==================== operand_bypass
### Cell density map, operand_bypass

11 x 11 tiles, from white (low) to dark blue (high), 0 to 100% covered.
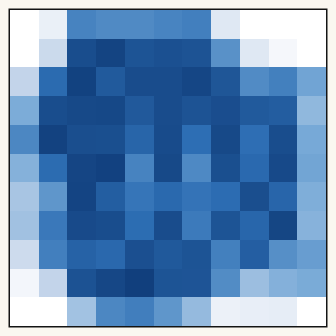

$ cat config.mk
export PLATFORM = sky130hd
export DESIGN_NAME = operand_bypass
export DESIGN_NICKNAME = d
export VERILOG_FILES = /design/src/rtl/operand_bypass.sv
export SDC_FILE = /design/constraint.sdc
export NUM_CORES = 1
export LEC_CHECK = 0
export ABC_AREA = 0
export CAP_MARGIN = 15
export CORE_MARGIN = 2
export CORE_UTILIZATION = 51
export DETAILED_ROUTE_END_ITERATION = 6
export GPL_TIMING_DRIVEN = 0
export PLACE_DENSITY = 0.91
export SKIP_LAST_GASP = 1
export SLEW_MARGIN = 30
export SYNTH_ARGS = -nofsm -noshare
export SYNTH_HDL_FRONTEND = slang
export SYNTH_SLANG_ARGS = --single-unit
$ cat constraint.sdc
create_clock -name CLK -period 3.8 [get_ports CLK]
set_clock_uncertainty 0.05 [all_clocks]
set_input_delay 0.57 -clock CLK [delete_from_list [all_inputs] [get_ports CLK]]
set_output_delay 0.57 -clock CLK [all_outputs]
set_load 0.005 [all_outputs]
$ cat src/rtl/operand_bypass.sv
// EX-stage operand bypass: selects each ALU source from the register file, the previous
// ALU result or returned load data, and stalls while a load-forwarded operand is outstanding.
module operand_bypass #(
  parameter int DW = 16,
  parameter int CW = 16
) (
  input  logic          CLK,
  input  logic          RSTN,
  input  logic          load,
  input  logic          sr1,
  input  logic          sr2,
  input  logic          sr1_dr,
  input  logic          sr2_dr,
  input  logic [DW-1:0] rf_a,
  input  logic [DW-1:0] rf_b,
  input  logic [DW-1:0] alu_q,
  input  logic [DW-1:0] mem_q,
  input  logic          mem_valid,
  output logic [DW-1:0] op_a,
  output logic [DW-1:0] op_b,
  output logic          stall,
  output logic [CW-1:0] fwd_alu_cnt,
  output logic [CW-1:0] fwd_mem_cnt,
  output logic          dbg_state
);

  localparam logic [0:0] ST_RUN  = 1'b0;
  localparam logic [0:0] ST_WAIT = 1'b1;

  logic [0:0]    state_q, state_d;
  logic [DW-1:0] op_a_q, op_b_q;
  logic [CW-1:0] alu_cnt_q, mem_cnt_q;
  logic          hold_sr1_q, hold_sr2_q, hold_dr1_q, hold_dr2_q;
  logic [DW-1:0] hold_rf_a_q, hold_rf_b_q, hold_alu_q;

  logic          cur_sr1, cur_sr2, cur_dr1, cur_dr2;
  logic [DW-1:0] cur_rf_a, cur_rf_b, cur_alu;
  logic [DW-1:0] sel_a, sel_b;
  logic          in_wait, capture, go_wait;
  logic [1:0]    alu_add, mem_add;

  function automatic logic [CW-1:0] sat_add(input logic [CW-1:0] c, input logic [1:0] n);
    logic [CW:0] s;
    s = {1'b0, c} + {{(CW-1){1'b0}}, n};
    return s[CW] ? {CW{1'b1}} : s[CW-1:0];
  endfunction

  assign in_wait = (state_q == ST_WAIT);

  // In WAIT the live flags and register reads belong to a later instruction, so the
  // selection is rebuilt from the snapshot taken when the load missed.
  always_comb begin
    cur_sr1  = in_wait ? hold_sr1_q  : sr1;
    cur_sr2  = in_wait ? hold_sr2_q  : sr2;
    cur_dr1  = in_wait ? hold_dr1_q  : sr1_dr;
    cur_dr2  = in_wait ? hold_dr2_q  : sr2_dr;
    cur_rf_a = in_wait ? hold_rf_a_q : rf_a;
    cur_rf_b = in_wait ? hold_rf_b_q : rf_b;
    cur_alu  = in_wait ? hold_alu_q  : alu_q;
  end

  always_comb begin
    sel_a   = cur_dr1 ? mem_q : (cur_sr1 ? cur_alu : cur_rf_a);
    sel_b   = cur_dr2 ? mem_q : (cur_sr2 ? cur_alu : cur_rf_b);
    alu_add = {1'b0, ~cur_dr1 & cur_sr1} + {1'b0, ~cur_dr2 & cur_sr2};
    mem_add = {1'b0, cur_dr1} + {1'b0, cur_dr2};
  end

  always_comb begin
    capture = 1'b0;
    go_wait = 1'b0;
    state_d = state_q;
    if (in_wait) begin
      capture = mem_valid;
      if (mem_valid) state_d = ST_RUN;
    end else if (load) begin
      if ((cur_dr1 | cur_dr2) && !mem_valid) begin
        go_wait = 1'b1;
        state_d = ST_WAIT;
      end else begin
        capture = 1'b1;
      end
    end
  end

  always_ff @(posedge CLK or negedge RSTN) begin
    if (!RSTN) begin
      state_q     <= ST_RUN;
      op_a_q      <= '0;
      op_b_q      <= '0;
      alu_cnt_q   <= '0;
      mem_cnt_q   <= '0;
      hold_sr1_q  <= 1'b0;
      hold_sr2_q  <= 1'b0;
      hold_dr1_q  <= 1'b0;
      hold_dr2_q  <= 1'b0;
      hold_rf_a_q <= '0;
      hold_rf_b_q <= '0;
      hold_alu_q  <= '0;
    end else begin
      state_q <= state_d;
      if (capture) begin
        op_a_q    <= sel_a;
        op_b_q    <= sel_b;
        alu_cnt_q <= sat_add(alu_cnt_q, alu_add);
        mem_cnt_q <= sat_add(mem_cnt_q, mem_add);
      end
      if (go_wait) begin
        hold_sr1_q  <= sr1;
        hold_sr2_q  <= sr2;
        hold_dr1_q  <= sr1_dr;
        hold_dr2_q  <= sr2_dr;
        hold_rf_a_q <= rf_a;
        hold_rf_b_q <= rf_b;
        hold_alu_q  <= alu_q;
      end
    end
  end

  assign op_a        = op_a_q;
  assign op_b        = op_b_q;
  assign stall       = in_wait;
  assign fwd_alu_cnt = alu_cnt_q;
  assign fwd_mem_cnt = mem_cnt_q;
  assign dbg_state   = state_q[0];

endmodule

==================== shift_register_universal
===== config.mk =====
export PLATFORM = sky130hd
export DESIGN_NAME = shift_register_universal
export DESIGN_NICKNAME = d
export VERILOG_FILES = /design/src/rtl/shift_register_universal.sv
export SDC_FILE = /design/constraint.sdc
export NUM_CORES = 1
export LEC_CHECK = 0
export ABC_CLOCK_PERIOD_IN_PS = 4200
export CORE_MARGIN = 5
export CORE_UTILIZATION = 48
export DETAILED_ROUTE_END_ITERATION = 8
export PLACE_DENSITY = 0.85
export RECOVER_POWER = 100
export SLEW_MARGIN = 20
export SYNTH_ARGS = -nofsm -noshare
export SYNTH_HDL_FRONTEND = slang
export SYNTH_SLANG_ARGS = --single-unit

===== constraint.sdc =====
create_clock -name clk_i -period 4.2 [get_ports clk_i]
set_clock_uncertainty 0.2 [all_clocks]
set_input_delay 1.26 -clock clk_i [delete_from_list [all_inputs] [get_ports clk_i]]
set_output_delay 1.26 -clock clk_i [all_outputs]
set_load 0.02 [all_outputs]

===== src/rtl/shift_register_universal.sv =====
// Universal shift register, WIDTH bits wide. It supports hold, logical shift
// right and left, parallel load, rotate right and left, arithmetic shift right
// and clear. The shift counter saturates at WIDTH and raises a one-cycle
// word_done pulse when the word completes.
// Optional feature: define SHIFT_REG_PARITY_EN to add a registered even-parity
// output (parity_o) that tracks q.
module shift_register_universal #(
   parameter int unsigned        WIDTH       = 8,
   parameter logic [WIDTH-1:0]   RESET_VALUE = '0,
   localparam int unsigned       CNT_W       = $clog2(WIDTH + 1)
) (
   input  logic             clk_i,
   input  logic             rst_ni,
   input  logic             enable_i,
   input  logic [2:0]       mode_i,
   input  logic             din_r_i,
   input  logic             din_l_i,
   input  logic [WIDTH-1:0] pdin_i,
   output logic [WIDTH-1:0] q_o,
   output logic             sout_r_o,
   output logic             sout_l_o,
   output logic [CNT_W-1:0] count_o,
   output logic             full_o,
   output logic             word_done_o
`ifdef SHIFT_REG_PARITY_EN
   ,
   output logic             parity_o
`endif
);

   typedef enum logic [2:0] {
      ModeHold  = 3'b000,
      ModeShr   = 3'b001,
      ModeShl   = 3'b010,
      ModeLoad  = 3'b011,
      ModeRotr  = 3'b100,
      ModeRotl  = 3'b101,
      ModeAsr   = 3'b110,
      ModeClear = 3'b111
   } mode_e;

   localparam logic [CNT_W-1:0] CntMax = CNT_W'(WIDTH);

   logic [WIDTH-1:0] q_q, q_d;
   logic [CNT_W-1:0] count_q, count_d;
   logic             word_done_q, word_done_d;
   logic             cnt_inc;
   logic             cnt_clr;

   // Decode the mode into the next register value and the counter action.
   always_comb begin
      q_d     = q_q;
      cnt_inc = 1'b0;
      cnt_clr = 1'b0;
      if (enable_i) begin
         unique case (mode_e'(mode_i))
            ModeHold:  q_d = q_q;
            ModeShr: begin
               q_d     = {din_r_i, q_q[WIDTH-1:1]};
               cnt_inc = 1'b1;
            end
            ModeShl: begin
               q_d     = {q_q[WIDTH-2:0], din_l_i};
               cnt_inc = 1'b1;
            end
            ModeLoad: begin
               q_d     = pdin_i;
               cnt_clr = 1'b1;
            end
            ModeRotr:  q_d = {q_q[0], q_q[WIDTH-1:1]};
            ModeRotl:  q_d = {q_q[WIDTH-2:0], q_q[WIDTH-1]};
            ModeAsr: begin
               q_d     = {q_q[WIDTH-1], q_q[WIDTH-1:1]};
               cnt_inc = 1'b1;
            end
            ModeClear: begin
               q_d     = '0;
               cnt_clr = 1'b1;
            end
            default:   q_d = q_q;
         endcase
      end
   end

   // Saturating shift counter; word_done fires only on the WIDTH-1 -> WIDTH step.
   always_comb begin
      count_d     = count_q;
      word_done_d = 1'b0;
      if (cnt_clr) begin
         count_d = '0;
      end else if (cnt_inc && (count_q != CntMax)) begin
         count_d     = count_q + CNT_W'(1);
         word_done_d = (count_q == CntMax - CNT_W'(1));
      end
   end

   // State registers with asynchronous active-low reset.
   always_ff @(posedge clk_i or negedge rst_ni) begin
      if (!rst_ni) begin
         q_q         <= RESET_VALUE;
         count_q     <= '0;
         word_done_q <= 1'b0;
      end else begin
         q_q         <= q_d;
         count_q     <= count_d;
         word_done_q <= word_done_d;
      end
   end

`ifdef SHIFT_REG_PARITY_EN
   logic parity_q;

   // Parity of the value being written; q_d equals q_q while disabled, so it holds.
   always_ff @(posedge clk_i or negedge rst_ni) begin
      if (!rst_ni) begin
         parity_q <= ^RESET_VALUE;
      end else begin
         parity_q <= ^q_d;
      end
   end

   assign parity_o = parity_q;
`endif

   assign q_o         = q_q;
   assign sout_r_o    = q_q[0];
   assign sout_l_o    = q_q[WIDTH-1];
   assign count_o     = count_q;
   assign full_o      = (count_q == CntMax);
   assign word_done_o = word_done_q;

endmodule


==================== switch_input_unit
[src/rtl/switch_input_unit.sv]
// -----------------------------------------------------------------------------
// switch_input_unit
//
// Operator input path for the processor's IN instruction. When the processor
// raises input_flag the unit stalls it, lights waiting_led, and waits for the
// operator to set the switches and press the confirm key. On a debounced
// press it captures the synchronised switch value into data_out (optionally
// sign-applied from SW[17]) and pulses data_valid for one cycle.
//
// Ports:
//   clk          system clock, all state on posedge
//   reset        asynchronous active-low reset
//   halt         processor halted; aborts any pending request
//   input_flag   processor request for an input word
//   SW[17:0]     raw board switches (asynchronous)
//   KEY          raw confirm key, active-low, asynchronous and bouncy
//   data_out     captured input word, held until the next capture
//   data_valid   one-cycle pulse, data_out is new this cycle
//   stall        processor must hold the PC while high
//   waiting_led  high while waiting for the operator
//
// Parameters:
//   DEBOUNCE_CYCLES  cycles a new key level must persist before acceptance (>= 2)
//   DATA_BITS        number of SW bits used as magnitude (1..17)
//   SIGN_EN          1: SW[17] negates the captured value; 0: SW[17] ignored
//
// state      | meaning
// -----------+---------------------------------------------------------------
// S_IDLE     | no request in progress
// S_ARM      | request seen with key already held; waiting for release
// S_WAIT_PRS | waiting for a fresh debounced press
// S_DONE     | capture made; data_valid high for this single cycle
// -----------------------------------------------------------------------------
module switch_input_unit #(
    parameter int DEBOUNCE_CYCLES = 50000,
    parameter int DATA_BITS       = 17,
    parameter int SIGN_EN         = 1
) (
    input  logic        clk,
    input  logic        reset,
    input  logic        halt,
    input  logic        input_flag,
    input  logic [17:0] SW,
    input  logic        KEY,
    output logic [31:0] data_out,
    output logic        data_valid,
    output logic        stall,
    output logic        waiting_led
);

    localparam int CNT_W = (DEBOUNCE_CYCLES > 2) ? $clog2(DEBOUNCE_CYCLES) : 1;
    localparam logic [CNT_W-1:0] CNT_MAX = CNT_W'(DEBOUNCE_CYCLES - 1);

    typedef enum logic [1:0] {
        S_IDLE     = 2'd0,
        S_ARM      = 2'd1,
        S_WAIT_PRS = 2'd2,
        S_DONE     = 2'd3
    } state_t;

    state_t state, state_nxt;

    // ------------------------------------------------------------------
    // Two-flop synchronisers. KEY idles high (released), so its flops
    // reset to 1 to avoid a phantom press coming out of reset.
    // ------------------------------------------------------------------
    logic [17:0] sw_meta, sw_sync;
    logic        key_meta, key_sync;

    always_ff @(posedge clk or negedge reset) begin
        if (!reset) begin
            sw_meta  <= '0;
            sw_sync  <= '0;
            key_meta <= 1'b1;
            key_sync <= 1'b1;
        end else begin
            sw_meta  <= SW;
            sw_sync  <= sw_meta;
            key_meta <= KEY;
            key_sync <= key_meta;
        end
    end

    // ------------------------------------------------------------------
    // Debounce: the counter runs only while the synchronised key disagrees
    // with the accepted level; any agreement restarts the qualification.
    // press_evt is registered so it is high in the cycle immediately after
    // stable_key goes to pressed.
    // ------------------------------------------------------------------
    logic [CNT_W-1:0] db_cnt;
    logic             stable_key;
    logic             press_evt;

    always_ff @(posedge clk or negedge reset) begin
        if (!reset) begin
            db_cnt     <= '0;
            stable_key <= 1'b1;
            press_evt  <= 1'b0;
        end else begin
            press_evt <= 1'b0;
            if (key_sync == stable_key) begin
                db_cnt <= '0;
            end else if (db_cnt == CNT_MAX) begin
                stable_key <= key_sync;
                db_cnt     <= '0;
                press_evt  <= ~key_sync;
            end else begin
                db_cnt <= db_cnt + CNT_W'(1);
            end
        end
    end

    // ------------------------------------------------------------------
    // Value formation from the synchronised switches. Two's complement of
    // a zero magnitude is zero, so a "negative zero" naturally yields 0.
    // ------------------------------------------------------------------
    logic [31:0] mag;
    logic [31:0] val;
    logic        neg;

    always_comb begin
        mag = 32'(sw_sync[DATA_BITS-1:0]);
        neg = (SIGN_EN != 0) && sw_sync[17];
        val = neg ? (~mag + 32'd1) : mag;
    end

    // ------------------------------------------------------------------
    // Request FSM
    // ------------------------------------------------------------------
    logic req_ok;
    logic capture;

    assign req_ok = input_flag & ~halt;

    always_ff @(posedge clk or negedge reset) begin
        if (!reset) begin
            state <= S_IDLE;
        end else begin
            state <= state_nxt;
        end
    end

    always_comb begin
        state_nxt = state;
        capture   = 1'b0;
        unique case (state)
            S_IDLE: begin
                // A key already held at request time must be released first.
                if (req_ok) begin
                    state_nxt = stable_key ? S_WAIT_PRS : S_ARM;
                end
            end
            S_ARM: begin
                if (!req_ok) begin
                    state_nxt = S_IDLE;
                end else if (stable_key) begin
                    state_nxt = S_WAIT_PRS;
                end
            end
            S_WAIT_PRS: begin
                // Abort takes priority over a coincident press.
                if (!req_ok) begin
                    state_nxt = S_IDLE;
                end else if (press_evt) begin
                    capture   = 1'b1;
                    state_nxt = S_DONE;
                end
            end
            S_DONE: begin
                state_nxt = S_IDLE;
            end
            default: begin
                state_nxt = S_IDLE;
            end
        endcase
    end

    always_ff @(posedge clk or negedge reset) begin
        if (!reset) begin
            data_out <= '0;
        end else if (capture) begin
            data_out <= val;
        end
    end

    // Outputs decoded from state so reset clears them without a clock edge.
    // stall is combinational on input_flag so the processor is held in the
    // very cycle the request appears, and it drops in DONE so the processor
    // can consume data_out in that cycle.
    assign data_valid  = (state == S_DONE);
    assign stall       = req_ok & (state != S_DONE);
    assign waiting_led = (state == S_ARM) | (state == S_WAIT_PRS);

endmodule

[config.mk]
export PLATFORM = sky130hd
export DESIGN_NAME = switch_input_unit
export DESIGN_NICKNAME = d
export VERILOG_FILES = /design/src/rtl/switch_input_unit.sv
export SDC_FILE = /design/constraint.sdc
export NUM_CORES = 1
export LEC_CHECK = 0
export CAP_MARGIN = 20
export CORE_ASPECT_RATIO = 0.7
export CORE_MARGIN = 1.5
export CORE_UTILIZATION = 40
export CTS_CLUSTER_SIZE = 16
export DETAILED_ROUTE_END_ITERATION = 12
export GPL_ROUTABILITY_DRIVEN = 0
export SYNTH_ARGS = -nofsm -noshare
export SYNTH_HDL_FRONTEND = slang
export SYNTH_SLANG_ARGS = --single-unit
[constraint.sdc]
create_clock -name clk -period 2.65 [get_ports clk]
set_input_delay 0.265 -clock clk [delete_from_list [all_inputs] [get_ports clk]]
set_output_delay 0.265 -clock clk [all_outputs]
set_load 0.005 [all_outputs]
==================== fft8_input_framer
`src/rtl/fft_pkg.sv`:
```
// Shared constants and sample/frame types for the 8-point FFT datapath.
// FFT_N     : frame length the FFT core is built for.
// FFT_W     : signed width of each real/imaginary component.
// FFT_LOG2N : width of a slot index within a frame.
package fft_pkg;

    localparam int FFT_N     = 8;
    localparam int FFT_W     = 16;
    localparam int FFT_LOG2N = 3;

    typedef logic signed [FFT_W-1:0] sample_t;
    typedef sample_t frame_t [FFT_N-1:0];

endpackage

```
`src/rtl/fft_frame_bank.sv`:
```
// One frame buffer of the ping-pong pair in front of the FFT core.
// Holds N complex samples plus full/padded flags.
//
// Ports:
//   clk, rst        clock, synchronous active-high reset
//   wr_en           write wr_re/wr_im into slot wr_idx this cycle
//   wr_idx          slot index of the write
//   wr_re, wr_im    sample being written
//   close           this write closes the frame (sets full)
//   pad             close is early: zero every slot above wr_idx
//   rd_clr          consumer took the frame; bank becomes empty
//   full, padded    bank state flags
//   frame_re/_im    stored frame contents, slot i = i-th sample
module fft_frame_bank #(
    parameter int N     = 8,
    parameter int W     = 16,
    parameter int LOG2N = $clog2(N)
) (
    input  logic                clk,
    input  logic                rst,
    input  logic                wr_en,
    input  logic [LOG2N-1:0]    wr_idx,
    input  logic signed [W-1:0] wr_re,
    input  logic signed [W-1:0] wr_im,
    input  logic                close,
    input  logic                pad,
    input  logic                rd_clr,
    output logic                full,
    output logic                padded,
    output logic signed [W-1:0] frame_re [N-1:0],
    output logic signed [W-1:0] frame_im [N-1:0]
);

    // The top never writes a full bank and never clears an empty one, so a
    // write and a clear never target the same bank in the same cycle.
    always_ff @(posedge clk) begin
        if (rst) begin
            full   <= 1'b0;
            padded <= 1'b0;
            for (int i = 0; i < N; i++) begin
                frame_re[i] <= '0;
                frame_im[i] <= '0;
            end
        end else begin
            if (wr_en) begin
                frame_re[wr_idx] <= wr_re;
                frame_im[wr_idx] <= wr_im;
                if (close) begin
                    full   <= 1'b1;
                    padded <= pad;
                    // Early close: the unused tail is zero-filled in the
                    // same cycle so the frame is complete when full rises.
                    if (pad) begin
                        for (int i = 0; i < N; i++) begin
                            if (i > int'(wr_idx)) begin
                                frame_re[i] <= '0;
                                frame_im[i] <= '0;
                            end
                        end
                    end
                end
            end
            if (rd_clr) begin
                full   <= 1'b0;
                padded <= 1'b0;
            end
        end
    end

endmodule

```
`src/rtl/fft8_input_framer.sv`:
```
// Streaming front end for the 8-point parallel FFT core. Packs consecutive
// complex samples into N-sample frames (natural order) using two ping-pong
// banks, and presents each finished frame as parallel arrays.
//
// Handshakes (both sides): a transfer happens on a rising clk edge where
// valid and ready are both high. Valid, once raised, holds with its payload
// stable until the transfer. in_ready depends only on bank state (and reset),
// never on out_ready.
//
// Ports:
//   clk, rst              clock, synchronous active-high reset
//   in_valid/in_ready     input sample handshake
//   in_re, in_im          signed sample
//   in_last               close the current frame early (on accept only)
//   out_valid/out_ready   frame handshake
//   out_re, out_im        frame contents, element i = i-th accepted sample
//   out_padded            frame was zero-filled after an early in_last
// Outputs are forced to zero whenever out_valid is low.
module fft8_input_framer
    import fft_pkg::*;
#(
    parameter int N = FFT_N,    // power of two; the FFT core needs 8
    parameter int W = FFT_W
) (
    input  logic                clk,
    input  logic                rst,
    input  logic                in_valid,
    output logic                in_ready,
    input  logic signed [W-1:0] in_re,
    input  logic signed [W-1:0] in_im,
    input  logic                in_last,
    output logic                out_valid,
    input  logic                out_ready,
    output logic signed [W-1:0] out_re [N-1:0],
    output logic signed [W-1:0] out_im [N-1:0],
    output logic                out_padded
);

    localparam int LOG2N = $clog2(N);

    logic             wr_bank;
    logic             rd_bank;
    logic [LOG2N-1:0] fill_idx;

    logic [1:0]       full;
    logic [1:0]       padded;
    logic signed [W-1:0] b0_re [N-1:0];
    logic signed [W-1:0] b0_im [N-1:0];
    logic signed [W-1:0] b1_re [N-1:0];
    logic signed [W-1:0] b1_im [N-1:0];

    logic accept;
    logic xfer;
    logic last_slot;
    logic close;
    logic pad;

    // Held low during reset so nothing is accepted while state is clearing.
    assign in_ready  = !rst && !full[wr_bank];
    assign accept    = in_valid && in_ready;
    assign xfer      = out_valid && out_ready;
    assign last_slot = (fill_idx == LOG2N'(N-1));
    assign close     = accept && (last_slot || in_last);
    // in_last on the final slot is an ordinary close, not a padded one.
    assign pad       = in_last && !last_slot;

    fft_frame_bank #(.N(N), .W(W), .LOG2N(LOG2N)) u_bank0 (
        .clk      (clk),
        .rst      (rst),
        .wr_en    (accept && (wr_bank == 1'b0)),
        .wr_idx   (fill_idx),
        .wr_re    (in_re),
        .wr_im    (in_im),
        .close    (close),
        .pad      (pad),
        .rd_clr   (xfer && (rd_bank == 1'b0)),
        .full     (full[0]),
        .padded   (padded[0]),
        .frame_re (b0_re),
        .frame_im (b0_im)
    );

    fft_frame_bank #(.N(N), .W(W), .LOG2N(LOG2N)) u_bank1 (
        .clk      (clk),
        .rst      (rst),
        .wr_en    (accept && (wr_bank == 1'b1)),
        .wr_idx   (fill_idx),
        .wr_re    (in_re),
        .wr_im    (in_im),
        .close    (close),
        .pad      (pad),
        .rd_clr   (xfer && (rd_bank == 1'b1)),
        .full     (full[1]),
        .padded   (padded[1]),
        .frame_re (b1_re),
        .frame_im (b1_im)
    );

    // A close on one bank and a transfer from the other can coincide; the
    // two pointers move independently so neither event is lost.
    always_ff @(posedge clk) begin
        if (rst) begin
            wr_bank  <= 1'b0;
            rd_bank  <= 1'b0;
            fill_idx <= '0;
        end else begin
            if (accept) begin
                if (close) begin
                    fill_idx <= '0;
                    wr_bank  <= ~wr_bank;
                end else begin
                    fill_idx <= fill_idx + 1'b1;
                end
            end
            if (xfer) begin
                rd_bank <= ~rd_bank;
            end
        end
    end

    always_comb begin
        out_valid  = full[rd_bank];
        out_padded = out_valid && padded[rd_bank];
        for (int i = 0; i < N; i++) begin
            out_re[i] = '0;
            out_im[i] = '0;
            if (out_valid) begin
                out_re[i] = rd_bank ? b1_re[i] : b0_re[i];
                out_im[i] = rd_bank ? b1_im[i] : b0_im[i];
            end
        end
    end

endmodule

```
`config.mk`:
```
export PLATFORM = sky130hd
export DESIGN_NAME = fft8_input_framer
export DESIGN_NICKNAME = d
export VERILOG_FILES = /design/src/rtl/fft_pkg.sv /design/src/rtl/fft_frame_bank.sv /design/src/rtl/fft8_input_framer.sv
export SDC_FILE = /design/constraint.sdc
export NUM_CORES = 1
export LEC_CHECK = 0
export CORE_AREA = 2 2 248 177
export CTS_CLUSTER_DIAMETER = 50
export DETAILED_ROUTE_END_ITERATION = 12
export DIE_AREA = 0 0 250 179
export GPL_ROUTABILITY_DRIVEN = 0
export GPL_TIMING_DRIVEN = 0
export PLACE_DENSITY = 0.84
export SLEW_MARGIN = 10
export SYNTH_ARGS = -nofsm -noshare
export SYNTH_HDL_FRONTEND = slang
export SYNTH_SLANG_ARGS = --single-unit
```
`constraint.sdc`:
```
create_clock -name clk -period 3.6 [get_ports clk]
set_clock_uncertainty 0.2 [all_clocks]
set_input_delay 0.36 -clock clk [delete_from_list [all_inputs] [get_ports clk]]
set_output_delay 0.36 -clock clk [all_outputs]
set_load 0.01 [all_outputs]
```

==> notes/layouts.md <==
Pictures saved along the way, in no particular order.

The metal 3 layer.
Plate I
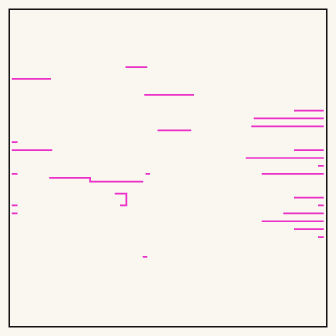
Plate II
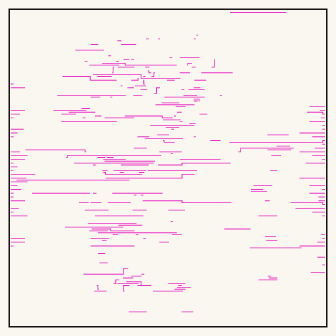
Plate III
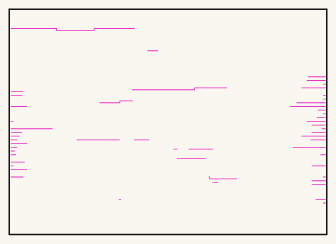
Plate IV
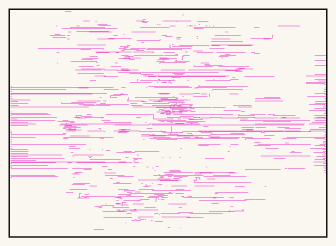
operand_bypass is Plate II.
switch_input_unit is Plate III.
fft8_input_framer is Plate IV.
shift_register_universal is Plate I.

### Cell density map, shift_register_universal

11 x 11 tiles, from white (low) to dark blue (high), 0 to 100% covered.
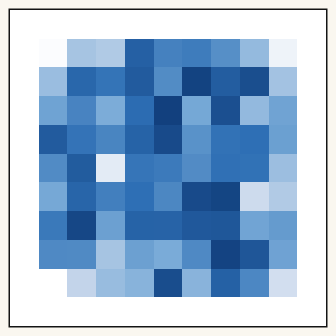
nearly empty tiles: 35%
fullest tile: 93%
mean over tiles: 41%
densest ninth of the die: center
tiles over 75% full: 21%

==> reports/metrics.csv, shift_register_universal <==
metric,value,unit
outcome,"complete, no violations",
Worst R2R Path Depth,6,
TritonCTS Buffers,3,
total power,413.5,uW
CP startpoint,mode_i[1],
Sw Pwr,154.0,uW
Clock transition at path regs,0.08,ns
number of global-route vias before repair,859,
DR DRC count,0,
layout cells sized above 1,0.03571,
Clock group,78.7,uW
num sequential,13,
"Req. time, crit path",4.17,ns
Clock-cell share,0.02096,
met3 routed WL,140,um
Synth Seq Share,0.3444,
Logic area,505.5,um^2
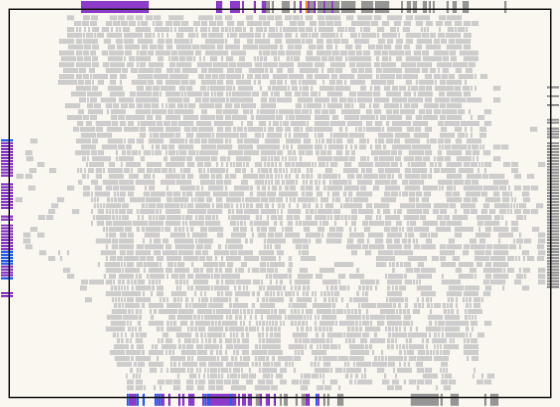
*I/O pins on the die edge, fft8_input_framer*
Pins as bars across the die edge, other pins in gray.
[out_im] purple | pins: 128 | direction: output | edge: 51 north, 39 south, 38 west
[in_im] blue | pins: 16 | direction: input | edge: 9 south, 7 west
[rst] orange | pins: 1 | direction: input | edge: north
all pins by edge: 107 north, 85 south, 59 east, 45 west

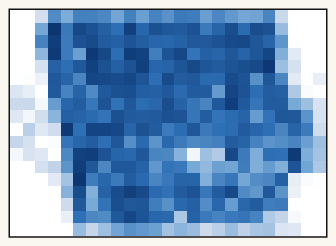
*Cell density map, fft8_input_framer*
25 x 18 tiles, from white (low) to dark blue (high), 0 to 100% covered.
nearly empty tiles: 14%
fullest tile: 98%
tiles over 75% full: 42%
mean over tiles: 57%
emptiest ninth of the die: south-west

==> reports/metrics.csv, fft8_input_framer <==
metric,value,unit
met2 Use GR,0.4615,
Setup TNS,0,ns
fmax,286.3,MHz
Post-synth mux share,0.1249,
Synth Area in XOR/XNOR,0.0008341,
RSZ-0062 raised after global routing,false,
crit path DAT,2.93,ns
Die H,179,um
fp util,0.4911,
Top Metal Used,met5,
cell-by-cell trace of the critical path,mux2i_4 > clkbuf_2 > clkbuf_1 > nor2_1 > clkdlybuf4s50_1,
Final Hold Viols,0,
Post-synth EDFFs,0,
layout cells sized above 1,0.06873,
aggregate global routing overflow,0,
outcome,"complete, no violations",
CP max stage cell,dfxtp_2,
Max H-tree Level,2,
Cells after DPL,3059,
Post-Syn Area,21000,um^2
met2 wire length,30890,um
worst skew pair latency,0.59,ns
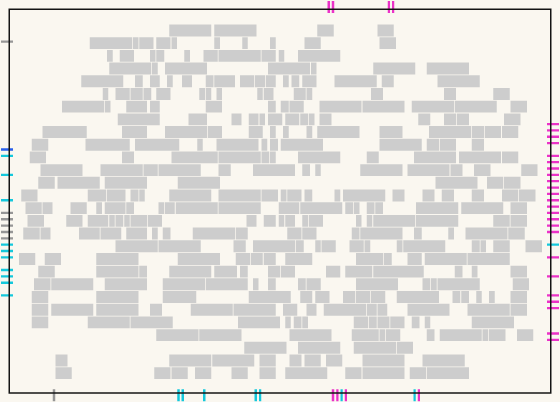
*I/O pins on the die edge, switch_input_unit*
Pins as bars across the die edge, other pins in gray.
[SW] cyan | pins: 18 | direction: input | edge: 10 west, 7 south, 1 east
[KEY] blue | pins: 1 | direction: input | edge: west
[data_out] magenta | pins: 32 | direction: output | edge: 24 east, 4 south, 4 north
all pins by edge: 25 east, 17 west, 12 south, 4 north
Die H: 81.91 um
Die X: 115.7 um
tally of buffers added on design ports: 57

==> reports/metrics.csv, switch_input_unit <==
metric,value,unit
outcome,"complete, no violations",
Logic area,1216,um^2
Global Route Usage Sum,0.1583,
adder-cell share of the synthesized area,0.02461,
gr busiest metal,met1,
WS Path Type,reg -> reg,
Period minus WS final,2.049,ns
Seq area share,0.4922,
GR Util met3,0.05535,
CTS resizes,0,
Simple-Gate Fraction of Synth Area,0.1199,
Hold Startpoint,KEY,
CP Capture Type,register,
placed inst area,4267,um^2
Vias/cell,4.728,
Sw Pwr,658.6,uW
DP Wirelength,4681,um
Post-synth mux share,0.01617,
switch share,0.2196,
Top Metal Used,met4,
actual slew at the worst max-slew pin,0.6327,ns
leakage,2.072,nW
synthesized area per cell,12.36,um^2
Cells after DPL,458,
Reg power frac,0.486,
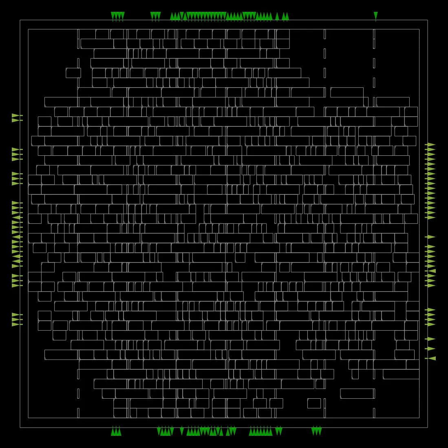
*Placed standard cells, operand_bypass*
Non-Filler Instances: 937
fill count: 832
Well Taps: 147

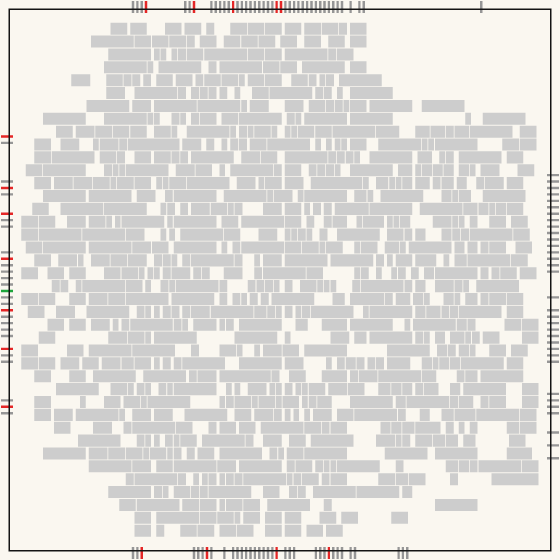
*I/O pins on the die edge, operand_bypass*
Pins as bars across the die edge, other pins in gray.
[alu_q] red | pins: 16 | direction: input | edge: 7 west, 5 north, 4 south
[sr1] green | pins: 1 | direction: input | edge: west
tally of buffers added on design ports: 135
Die H: 114.1 um

Notes on 'Cell density map' of operand_bypass above:
emptiest ninth of the die: north-east
mean over tiles: 63%
tiles over 75% full: 49%
fullest tile: 94%
nearly empty tiles: 7.4%

==> reports/metrics.csv, operand_bypass <==
metric,value,unit
yosys cell count,621,
Final Hold Viols,0,
Reg power frac,0.374,
WL/cell,20.91,um
Nets,853,
Peak VDD IR,0.2647,mV
tool warnings,26,
DP Wirelength,13310,um
"Req. time, crit path",4.08,ns
clock buffer count,20,
Pwr per Cell Area,550.1,nW/um^2
DR DRC count,0,
R2R setup slack,0.22,ns
ant diodes,0,
clk buf depth,2,
Post-synth mux share,0.2161,
setup violators final,0,
Worst R2R End,fwd_mem_cnt[0]$_DFFE_PN0P_,
die footprint,13020,um^2
Cells after DPL,904,
Synth Area in XOR/XNOR,0.009915,
outcome,"complete, no violations",
family with the most delay on the worst path,buffers and inverters,
Signal inverters,8,
Setup TNS,0,ns

==================== bank_demux_2
==> src/rtl/bank_demux_2.sv <==
// Ping-pong write demux: steers an input word stream into two banks, one frame per bank,
// and hands a completed bank to the reader. Optional frame counter: BANK_DEMUX_FRAME_CNT_EN.
module bank_demux_2 #(
    parameter  int N     = 8,
    parameter  int DEPTH = 256,
    localparam int AW    = $clog2(DEPTH)
) (
    input  logic          clk,
    input  logic          rst_n,
    input  logic [N-1:0]  in_data,
    input  logic          in_valid,
    output logic          in_ready,
    output logic          a_we,
    output logic [AW-1:0] a_addr,
    output logic [N-1:0]  a_data,
    output logic          b_we,
    output logic [AW-1:0] b_addr,
    output logic [N-1:0]  b_data,
    input  logic          rd_done,
    output logic          rd_sel,
    output logic          rd_valid
`ifdef BANK_DEMUX_FRAME_CNT_EN
    ,
    output logic [15:0]   frame_cnt
`endif
);

    typedef enum logic {FILL = 1'b0, WAIT = 1'b1} state_t;

    state_t        r_state, w_state_nxt;
    logic          r_wr_bank;
    logic [AW-1:0] r_wr_addr;
    logic          r_rd_free;
    logic          r_rd_valid;
    logic          w_accept;
    logic          w_last;
    logic          w_reader_ok;
    logic          w_swap;

    assign w_accept    = in_valid && in_ready;
    assign w_last      = w_accept && (r_wr_addr == AW'(DEPTH - 1));
    assign w_reader_ok = r_rd_free || rd_done;

    always_comb begin
        w_state_nxt = r_state;
        w_swap      = 1'b0;
        in_ready    = 1'b0;
        case (r_state)
            FILL: begin
                in_ready = 1'b1;
                if (w_last) begin
                    if (w_reader_ok) w_swap      = 1'b1;
                    else             w_state_nxt = WAIT;
                end
            end
            WAIT: begin
                if (w_reader_ok) begin
                    w_swap      = 1'b1;
                    w_state_nxt = FILL;
                end
            end
            default: w_state_nxt = FILL;
        endcase
    end

    always_ff @(posedge clk or negedge rst_n) begin
        if (!rst_n) begin
            r_state    <= FILL;
            r_wr_bank  <= 1'b0;
            r_wr_addr  <= '0;
            r_rd_free  <= 1'b1;
            r_rd_valid <= 1'b0;
        end else begin
            r_state <= w_state_nxt;
            if (w_accept) r_wr_addr <= r_wr_addr + AW'(1);
            // A swap consumes any rd_done seen in the same cycle.
            if (w_swap) begin
                r_wr_bank  <= !r_wr_bank;
                r_rd_valid <= 1'b1;
                r_rd_free  <= 1'b0;
            end else if (rd_done) begin
                r_rd_free  <= 1'b1;
            end
        end
    end

    always_ff @(posedge clk or negedge rst_n) begin
        if (!rst_n) begin
            a_we   <= 1'b0;
            a_addr <= '0;
            a_data <= '0;
            b_we   <= 1'b0;
            b_addr <= '0;
            b_data <= '0;
        end else begin
            a_we <= w_accept && !r_wr_bank;
            b_we <= w_accept &&  r_wr_bank;
            if (w_accept && !r_wr_bank) begin
                a_addr <= r_wr_addr;
                a_data <= in_data;
            end
            if (w_accept && r_wr_bank) begin
                b_addr <= r_wr_addr;
                b_data <= in_data;
            end
        end
    end

    assign rd_sel   = !r_wr_bank;
    assign rd_valid = r_rd_valid;

`ifdef BANK_DEMUX_FRAME_CNT_EN
    logic [15:0] r_frame_cnt;

    always_ff @(posedge clk or negedge rst_n) begin
        if (!rst_n)      r_frame_cnt <= '0;
        else if (w_swap) r_frame_cnt <= r_frame_cnt + 16'd1;
    end

    assign frame_cnt = r_frame_cnt;
`endif

endmodule

==> config.mk <==
export PLATFORM = sky130hd
export DESIGN_NAME = bank_demux_2
export DESIGN_NICKNAME = d
export VERILOG_FILES = /design/src/rtl/bank_demux_2.sv
export SDC_FILE = /design/constraint.sdc
export NUM_CORES = 1
export LEC_CHECK = 0
export ABC_AREA = 1
export CAP_MARGIN = 20
export CORE_UTILIZATION = 44
export DETAILED_ROUTE_END_ITERATION = 10
export PLACE_DENSITY_LB_ADDON = 0.12
export SETUP_SLACK_MARGIN = 0.5
export SYNTH_ARGS = -nofsm -noshare
export SYNTH_HDL_FRONTEND = slang
export SYNTH_SLANG_ARGS = --single-unit
==> constraint.sdc <==
create_clock -name clk -period 1 [get_ports clk]
set_input_delay 0.3 -clock clk [delete_from_list [all_inputs] [get_ports clk]]
set_output_delay 0.3 -clock clk [all_outputs]
set_load 0.005 [all_outputs]
==================== l2_sio_rsp_sched
===== config.mk =====
export PLATFORM = sky130hd
export DESIGN_NAME = l2_sio_rsp_sched
export DESIGN_NICKNAME = d
export VERILOG_FILES = /design/src/rtl/sio_rsp_pkg.sv /design/src/rtl/rr_arb.sv /design/src/rtl/l2_sio_rsp_sched.sv
export SDC_FILE = /design/constraint.sdc
export NUM_CORES = 1
export LEC_CHECK = 0
export CAP_MARGIN = 20
export CORE_MARGIN = 2
export CORE_UTILIZATION = 30
export CTS_CLUSTER_SIZE = 8
export DETAILED_ROUTE_END_ITERATION = 7
export PLACE_DENSITY = 0.77
export SYNTH_ARGS = -nofsm -noshare
export SYNTH_HDL_FRONTEND = slang
export SYNTH_SLANG_ARGS = --single-unit

===== constraint.sdc =====
create_clock -name iol2clk -period 3.85 [get_ports iol2clk]
set_input_delay 1.155 -clock iol2clk [delete_from_list [all_inputs] [get_ports iol2clk]]
set_output_delay 1.155 -clock iol2clk [all_outputs]
set_load 0.1 [all_outputs]

===== src/rtl/sio_rsp_pkg.sv =====
// Shared types and default sizing for the L2 -> SIO response scheduler.
package sio_rsp_pkg;

  localparam int NUM_BANKS_DEF = 8;
  localparam int DATA_W_DEF    = 32;
  localparam int PAR_W_DEF     = 2;
  localparam int RD_BEATS_DEF  = 16;

  typedef enum logic [1:0] {
    IDLE = 2'd0,
    HDR  = 2'd1,
    DATA = 2'd2
  } state_e;

endpackage


===== src/rtl/rr_arb.sv =====
// Combinational round-robin pick: first requester at or after ptr, wrapping.
module rr_arb #(
  parameter int N  = 8,
  parameter int IW = $clog2(N)
) (
  input  logic [N-1:0]  req,
  input  logic [IW-1:0] ptr,
  output logic [N-1:0]  gnt,
  output logic [IW-1:0] idx
);

  logic          found;
  logic [IW:0]   sum;
  logic [IW-1:0] cand;

  always_comb begin
    gnt   = '0;
    idx   = '0;
    found = 1'b0;
    sum   = '0;
    cand  = '0;
    for (int off = 0; off < N; off++) begin
      // Extra bit on sum so the wrap works for non power-of-two N too.
      sum = {1'b0, ptr} + (IW+1)'(off);
      if (sum >= (IW+1)'(N)) sum = sum - (IW+1)'(N);
      cand = sum[IW-1:0];
      if (!found && req[cand]) begin
        found     = 1'b1;
        gnt[cand] = 1'b1;
        idx       = cand;
      end
    end
  end

endmodule


===== src/rtl/l2_sio_rsp_sched.sv =====
// Round-robin scheduler of L2 bank response packets onto the single SIO return channel.
module l2_sio_rsp_sched
  import sio_rsp_pkg::*;
#(
  parameter int NUM_BANKS = NUM_BANKS_DEF,
  parameter int DATA_W    = DATA_W_DEF,
  parameter int PAR_W     = PAR_W_DEF,
  parameter int RD_BEATS  = RD_BEATS_DEF,
  parameter int IW        = $clog2(NUM_BANKS)
) (
  input  logic                          iol2clk,
  input  logic                          rst,
  input  logic [NUM_BANKS-1:0]          bank_req,
  input  logic [NUM_BANKS-1:0]          bank_req_rd,
  input  logic [NUM_BANKS*DATA_W-1:0]   bank_data,
  input  logic [NUM_BANKS*PAR_W-1:0]    bank_parity,
  input  logic [NUM_BANKS-1:0]          bank_ue_err,
  input  logic                          sio_stall,
  output logic [NUM_BANKS-1:0]          bank_pop,
  output logic                          sio_ctag_vld,
  output logic [DATA_W-1:0]             sio_data,
  output logic [PAR_W-1:0]              sio_parity,
  output logic                          sio_ue_err,
  output logic                          busy,
  output state_e                        dbg_state,
  output logic [IW-1:0]                 dbg_rr_ptr
);

  localparam int CW = (RD_BEATS > 1) ? $clog2(RD_BEATS) : 1;

  // Handshake: a bank holds bank_req (and its current beat) until it sees its
  // bank_pop bit on a clock edge; each pop consumes exactly one beat, and the
  // bank presents the next beat in the following cycle.

  state_e        state_q, state_d;
  logic [IW-1:0] rr_ptr_q, rr_ptr_d;
  logic [IW-1:0] grant_q, grant_d;
  logic          is_rd_q, is_rd_d;
  logic [CW-1:0] beat_cnt_q, beat_cnt_d;
  logic          err_acc_q, err_acc_d;
  logic          bubble_q, bubble_d;

  logic              ctag_q, ctag_d;
  logic [DATA_W-1:0] data_q, data_d;
  logic [PAR_W-1:0]  par_q, par_d;
  logic              ue_q, ue_d;

  logic [NUM_BANKS-1:0] arb_gnt;
  logic [IW-1:0]        arb_idx;
  logic [NUM_BANKS-1:0] gnt_dec;
  logic [DATA_W-1:0]    sel_data;
  logic [PAR_W-1:0]     sel_par;
  logic                 sel_ue;
  logic                 pop_en;

  rr_arb #(.N(NUM_BANKS), .IW(IW)) u_arb (
    .req (bank_req),
    .ptr (rr_ptr_q),
    .gnt (arb_gnt),
    .idx (arb_idx)
  );

  always_comb begin
    gnt_dec  = '0;
    sel_data = '0;
    sel_par  = '0;
    sel_ue   = 1'b0;
    for (int b = 0; b < NUM_BANKS; b++) begin
      if (grant_q == IW'(b)) begin
        gnt_dec[b] = 1'b1;
        sel_data   = bank_data[b*DATA_W +: DATA_W];
        sel_par    = bank_parity[b*PAR_W +: PAR_W];
        sel_ue     = bank_ue_err[b];
      end
    end
  end

  always_comb begin
    state_d    = state_q;
    rr_ptr_d   = rr_ptr_q;
    grant_d    = grant_q;
    is_rd_d    = is_rd_q;
    beat_cnt_d = beat_cnt_q;
    err_acc_d  = err_acc_q;
    bubble_d   = bubble_q;
    ctag_d     = 1'b0;
    data_d     = data_q;
    par_d      = par_q;
    ue_d       = 1'b0;
    pop_en     = 1'b0;
    unique case (state_q)
      IDLE: begin
        // One dead cycle after every packet before the next grant.
        if (bubble_q) begin
          bubble_d = 1'b0;
        end else if (|bank_req && !sio_stall) begin
          grant_d  = arb_idx;
          is_rd_d  = |(bank_req_rd & arb_gnt);
          rr_ptr_d = (arb_idx == IW'(NUM_BANKS-1)) ? '0 : arb_idx + 1'b1;
          state_d  = HDR;
        end
      end
      HDR: begin
        pop_en     = 1'b1;
        ctag_d     = 1'b1;
        data_d     = sel_data;
        par_d      = sel_par;
        err_acc_d  = sel_ue;
        beat_cnt_d = '0;
        if (is_rd_q) begin
          state_d = DATA;
        end else begin
          ue_d     = sel_ue;
          bubble_d = 1'b1;
          state_d  = IDLE;
        end
      end
      DATA: begin
        pop_en     = 1'b1;
        data_d     = sel_data;
        par_d      = sel_par;
        err_acc_d  = err_acc_q | sel_ue;
        beat_cnt_d = beat_cnt_q + 1'b1;
        if (beat_cnt_q == CW'(RD_BEATS-1)) begin
          ue_d       = err_acc_q | sel_ue;
          beat_cnt_d = '0;
          bubble_d   = 1'b1;
          state_d    = IDLE;
        end
      end
      default: state_d = IDLE;
    endcase
  end

  always_ff @(posedge iol2clk or posedge rst) begin
    if (rst) begin
      state_q    <= IDLE;
      rr_ptr_q   <= '0;
      grant_q    <= '0;
      is_rd_q    <= 1'b0;
      beat_cnt_q <= '0;
      err_acc_q  <= 1'b0;
      bubble_q   <= 1'b0;
      ctag_q     <= 1'b0;
      data_q     <= '0;
      par_q      <= '0;
      ue_q       <= 1'b0;
    end else begin
      state_q    <= state_d;
      rr_ptr_q   <= rr_ptr_d;
      grant_q    <= grant_d;
      is_rd_q    <= is_rd_d;
      beat_cnt_q <= beat_cnt_d;
      err_acc_q  <= err_acc_d;
      bubble_q   <= bubble_d;
      ctag_q     <= ctag_d;
      data_q     <= data_d;
      par_q      <= par_d;
      ue_q       <= ue_d;
    end
  end

  assign bank_pop     = pop_en ? gnt_dec : '0;
  assign sio_ctag_vld = ctag_q;
  assign sio_data     = data_q;
  assign sio_parity   = par_q;
  assign sio_ue_err   = ue_q;
  assign busy         = (state_q != IDLE);
  assign dbg_state    = state_q;
  assign dbg_rr_ptr   = rr_ptr_q;

endmodule

### Placed standard cells, l2_sio_rsp_sched

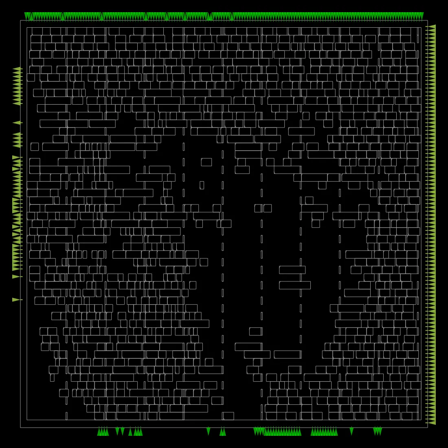
post-layout util: 0.5329
core area: 19330 um^2
Non-Filler Instances: 1283

==> reports/metrics.csv, l2_sio_rsp_sched <==
metric,value,unit
fp util,0.3040,
outcome,"complete, no violations",
Synth Area in XOR/XNOR,0.005961,
CP max stage cell,mux4_2,
Commonest Layout Cell,clkdlybuf4s50_1,
total power,10.00,mW
max reg flops,32,
Hold Path Depth,1,
yosys stat chip area,5877,um^2
CP endpoint,dbg_rr_ptr[2]$_DFFE_PP0P_,
Peak VDD IR,0.6670,mV
GR Util met3,0.09164,
gr busiest metal,met2,
Hold Startpoint,beat_cnt_q[3]$_DFFE_PP0N_,
internal power,4.461,mW
CP Capture Type,register,
Detail Route Antenna Nets,0,
yosys cell count,643,
switch share,0.5539,
CTS tree,built,
Hold Crit Endpoint,beat_cnt_q[3]$_DFFE_PP0N_,
Fin Clk Skew,0.007644,ns
Syn Nets,955,
Register Area,1287,um^2
leakage,4.101,nW
Period minus WS final,3.742,ns
Pwr per Cell Area,970.6,nW/um^2
top area contributor share,0.2172,
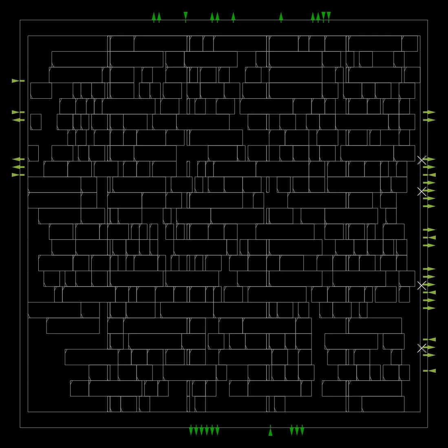
*Placed standard cells, bank_demux_2*
Non-Filler Instances: 371
core area: 4444 um^2
Well Taps: 52
row count: 24

==> reports/metrics.csv, bank_demux_2 <==
metric,value,unit
CP startpoint kind,register,
P_comb,2.03,mW
Pwr per Cell Area,1723,nW/um^2
Reg power frac,0.407,
Slew Limit Fails,0,
failing checks,"DRC, hold timing, setup timing",
post-layout util,0.7523,
"top cells, area","dfrtp_1 (54%), o21ai_2 (13%), nand2_2 (8.7%)",
Top logic family,simple AND/OR/NAND/NOR gates,
tally of buffers added on design ports,48,
Vias/cell,4.722,
Gate power share,0.352,
total sequential power,2.34,mW
Signal inverters,24,
setup violators final,83,
most frequent cell after synthesis,dfrtp_1,
Final Hold Viols,45,
Synth Warn #,0,
largest power group,registers,
synthesized area per cell,11.00,um^2
outcome,"complete, but fails checks",
cell-by-cell trace of the critical path,inv_2 > buf_6 > nand2_8 > buf_6 > inv_4 > buf_4 > buf_6 > nand2_4 > o21ai_2,
PnR worst setup slack,-0.2795,ns
internal power,3.925,mW
crit path DAT,1.47,ns
final hold slack,-0.04081,ns
actual slew at the worst max-slew pin,0.2540,ns
final instance area,3343,um^2
DR DRC count,8,

## Gallery

Cell density map.
panel A
7 x 7 tiles, from white (low) to dark blue (high), 0 to 100% covered.
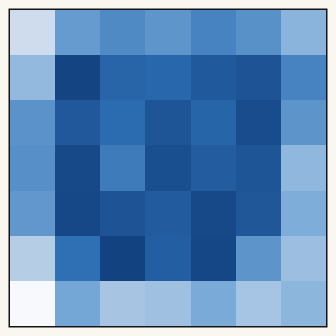
panel B
14 x 14 tiles, from white (low) to dark blue (high), 0 to 100% covered.
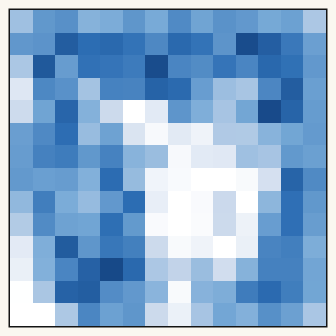
l2_sio_rsp_sched -> panel B
bank_demux_2 -> panel A
Of these, highest utilization: panel A

Key to panel B:
nearly empty tiles: 5.1%
emptiest ninth of the die: center
fullest tile: 90%



==> layout pictures side by side <==
Placed standard cells.
image #1
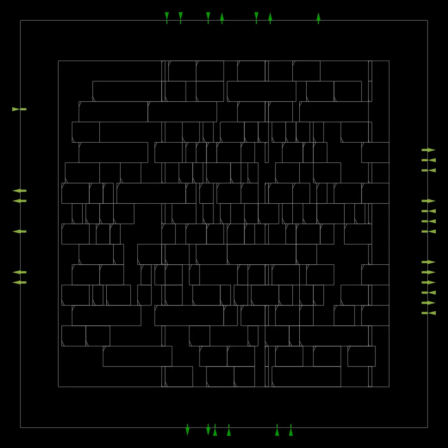
image #2
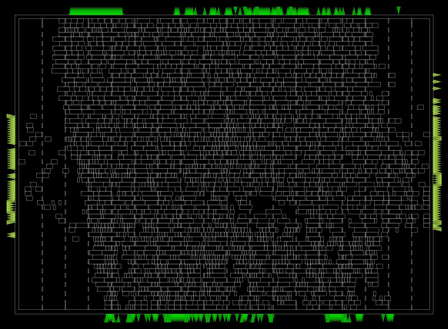
image #3
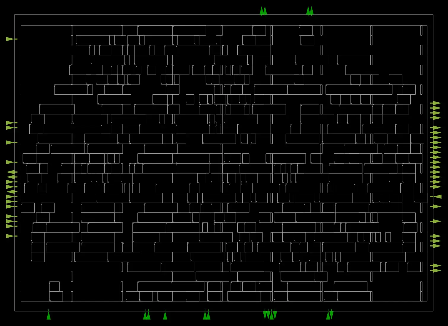
Image #1 comes from shift_register_universal.
Image #3 comes from switch_input_unit.
Image #2 comes from fft8_input_framer.

Power and IR drop assume default switching activity.
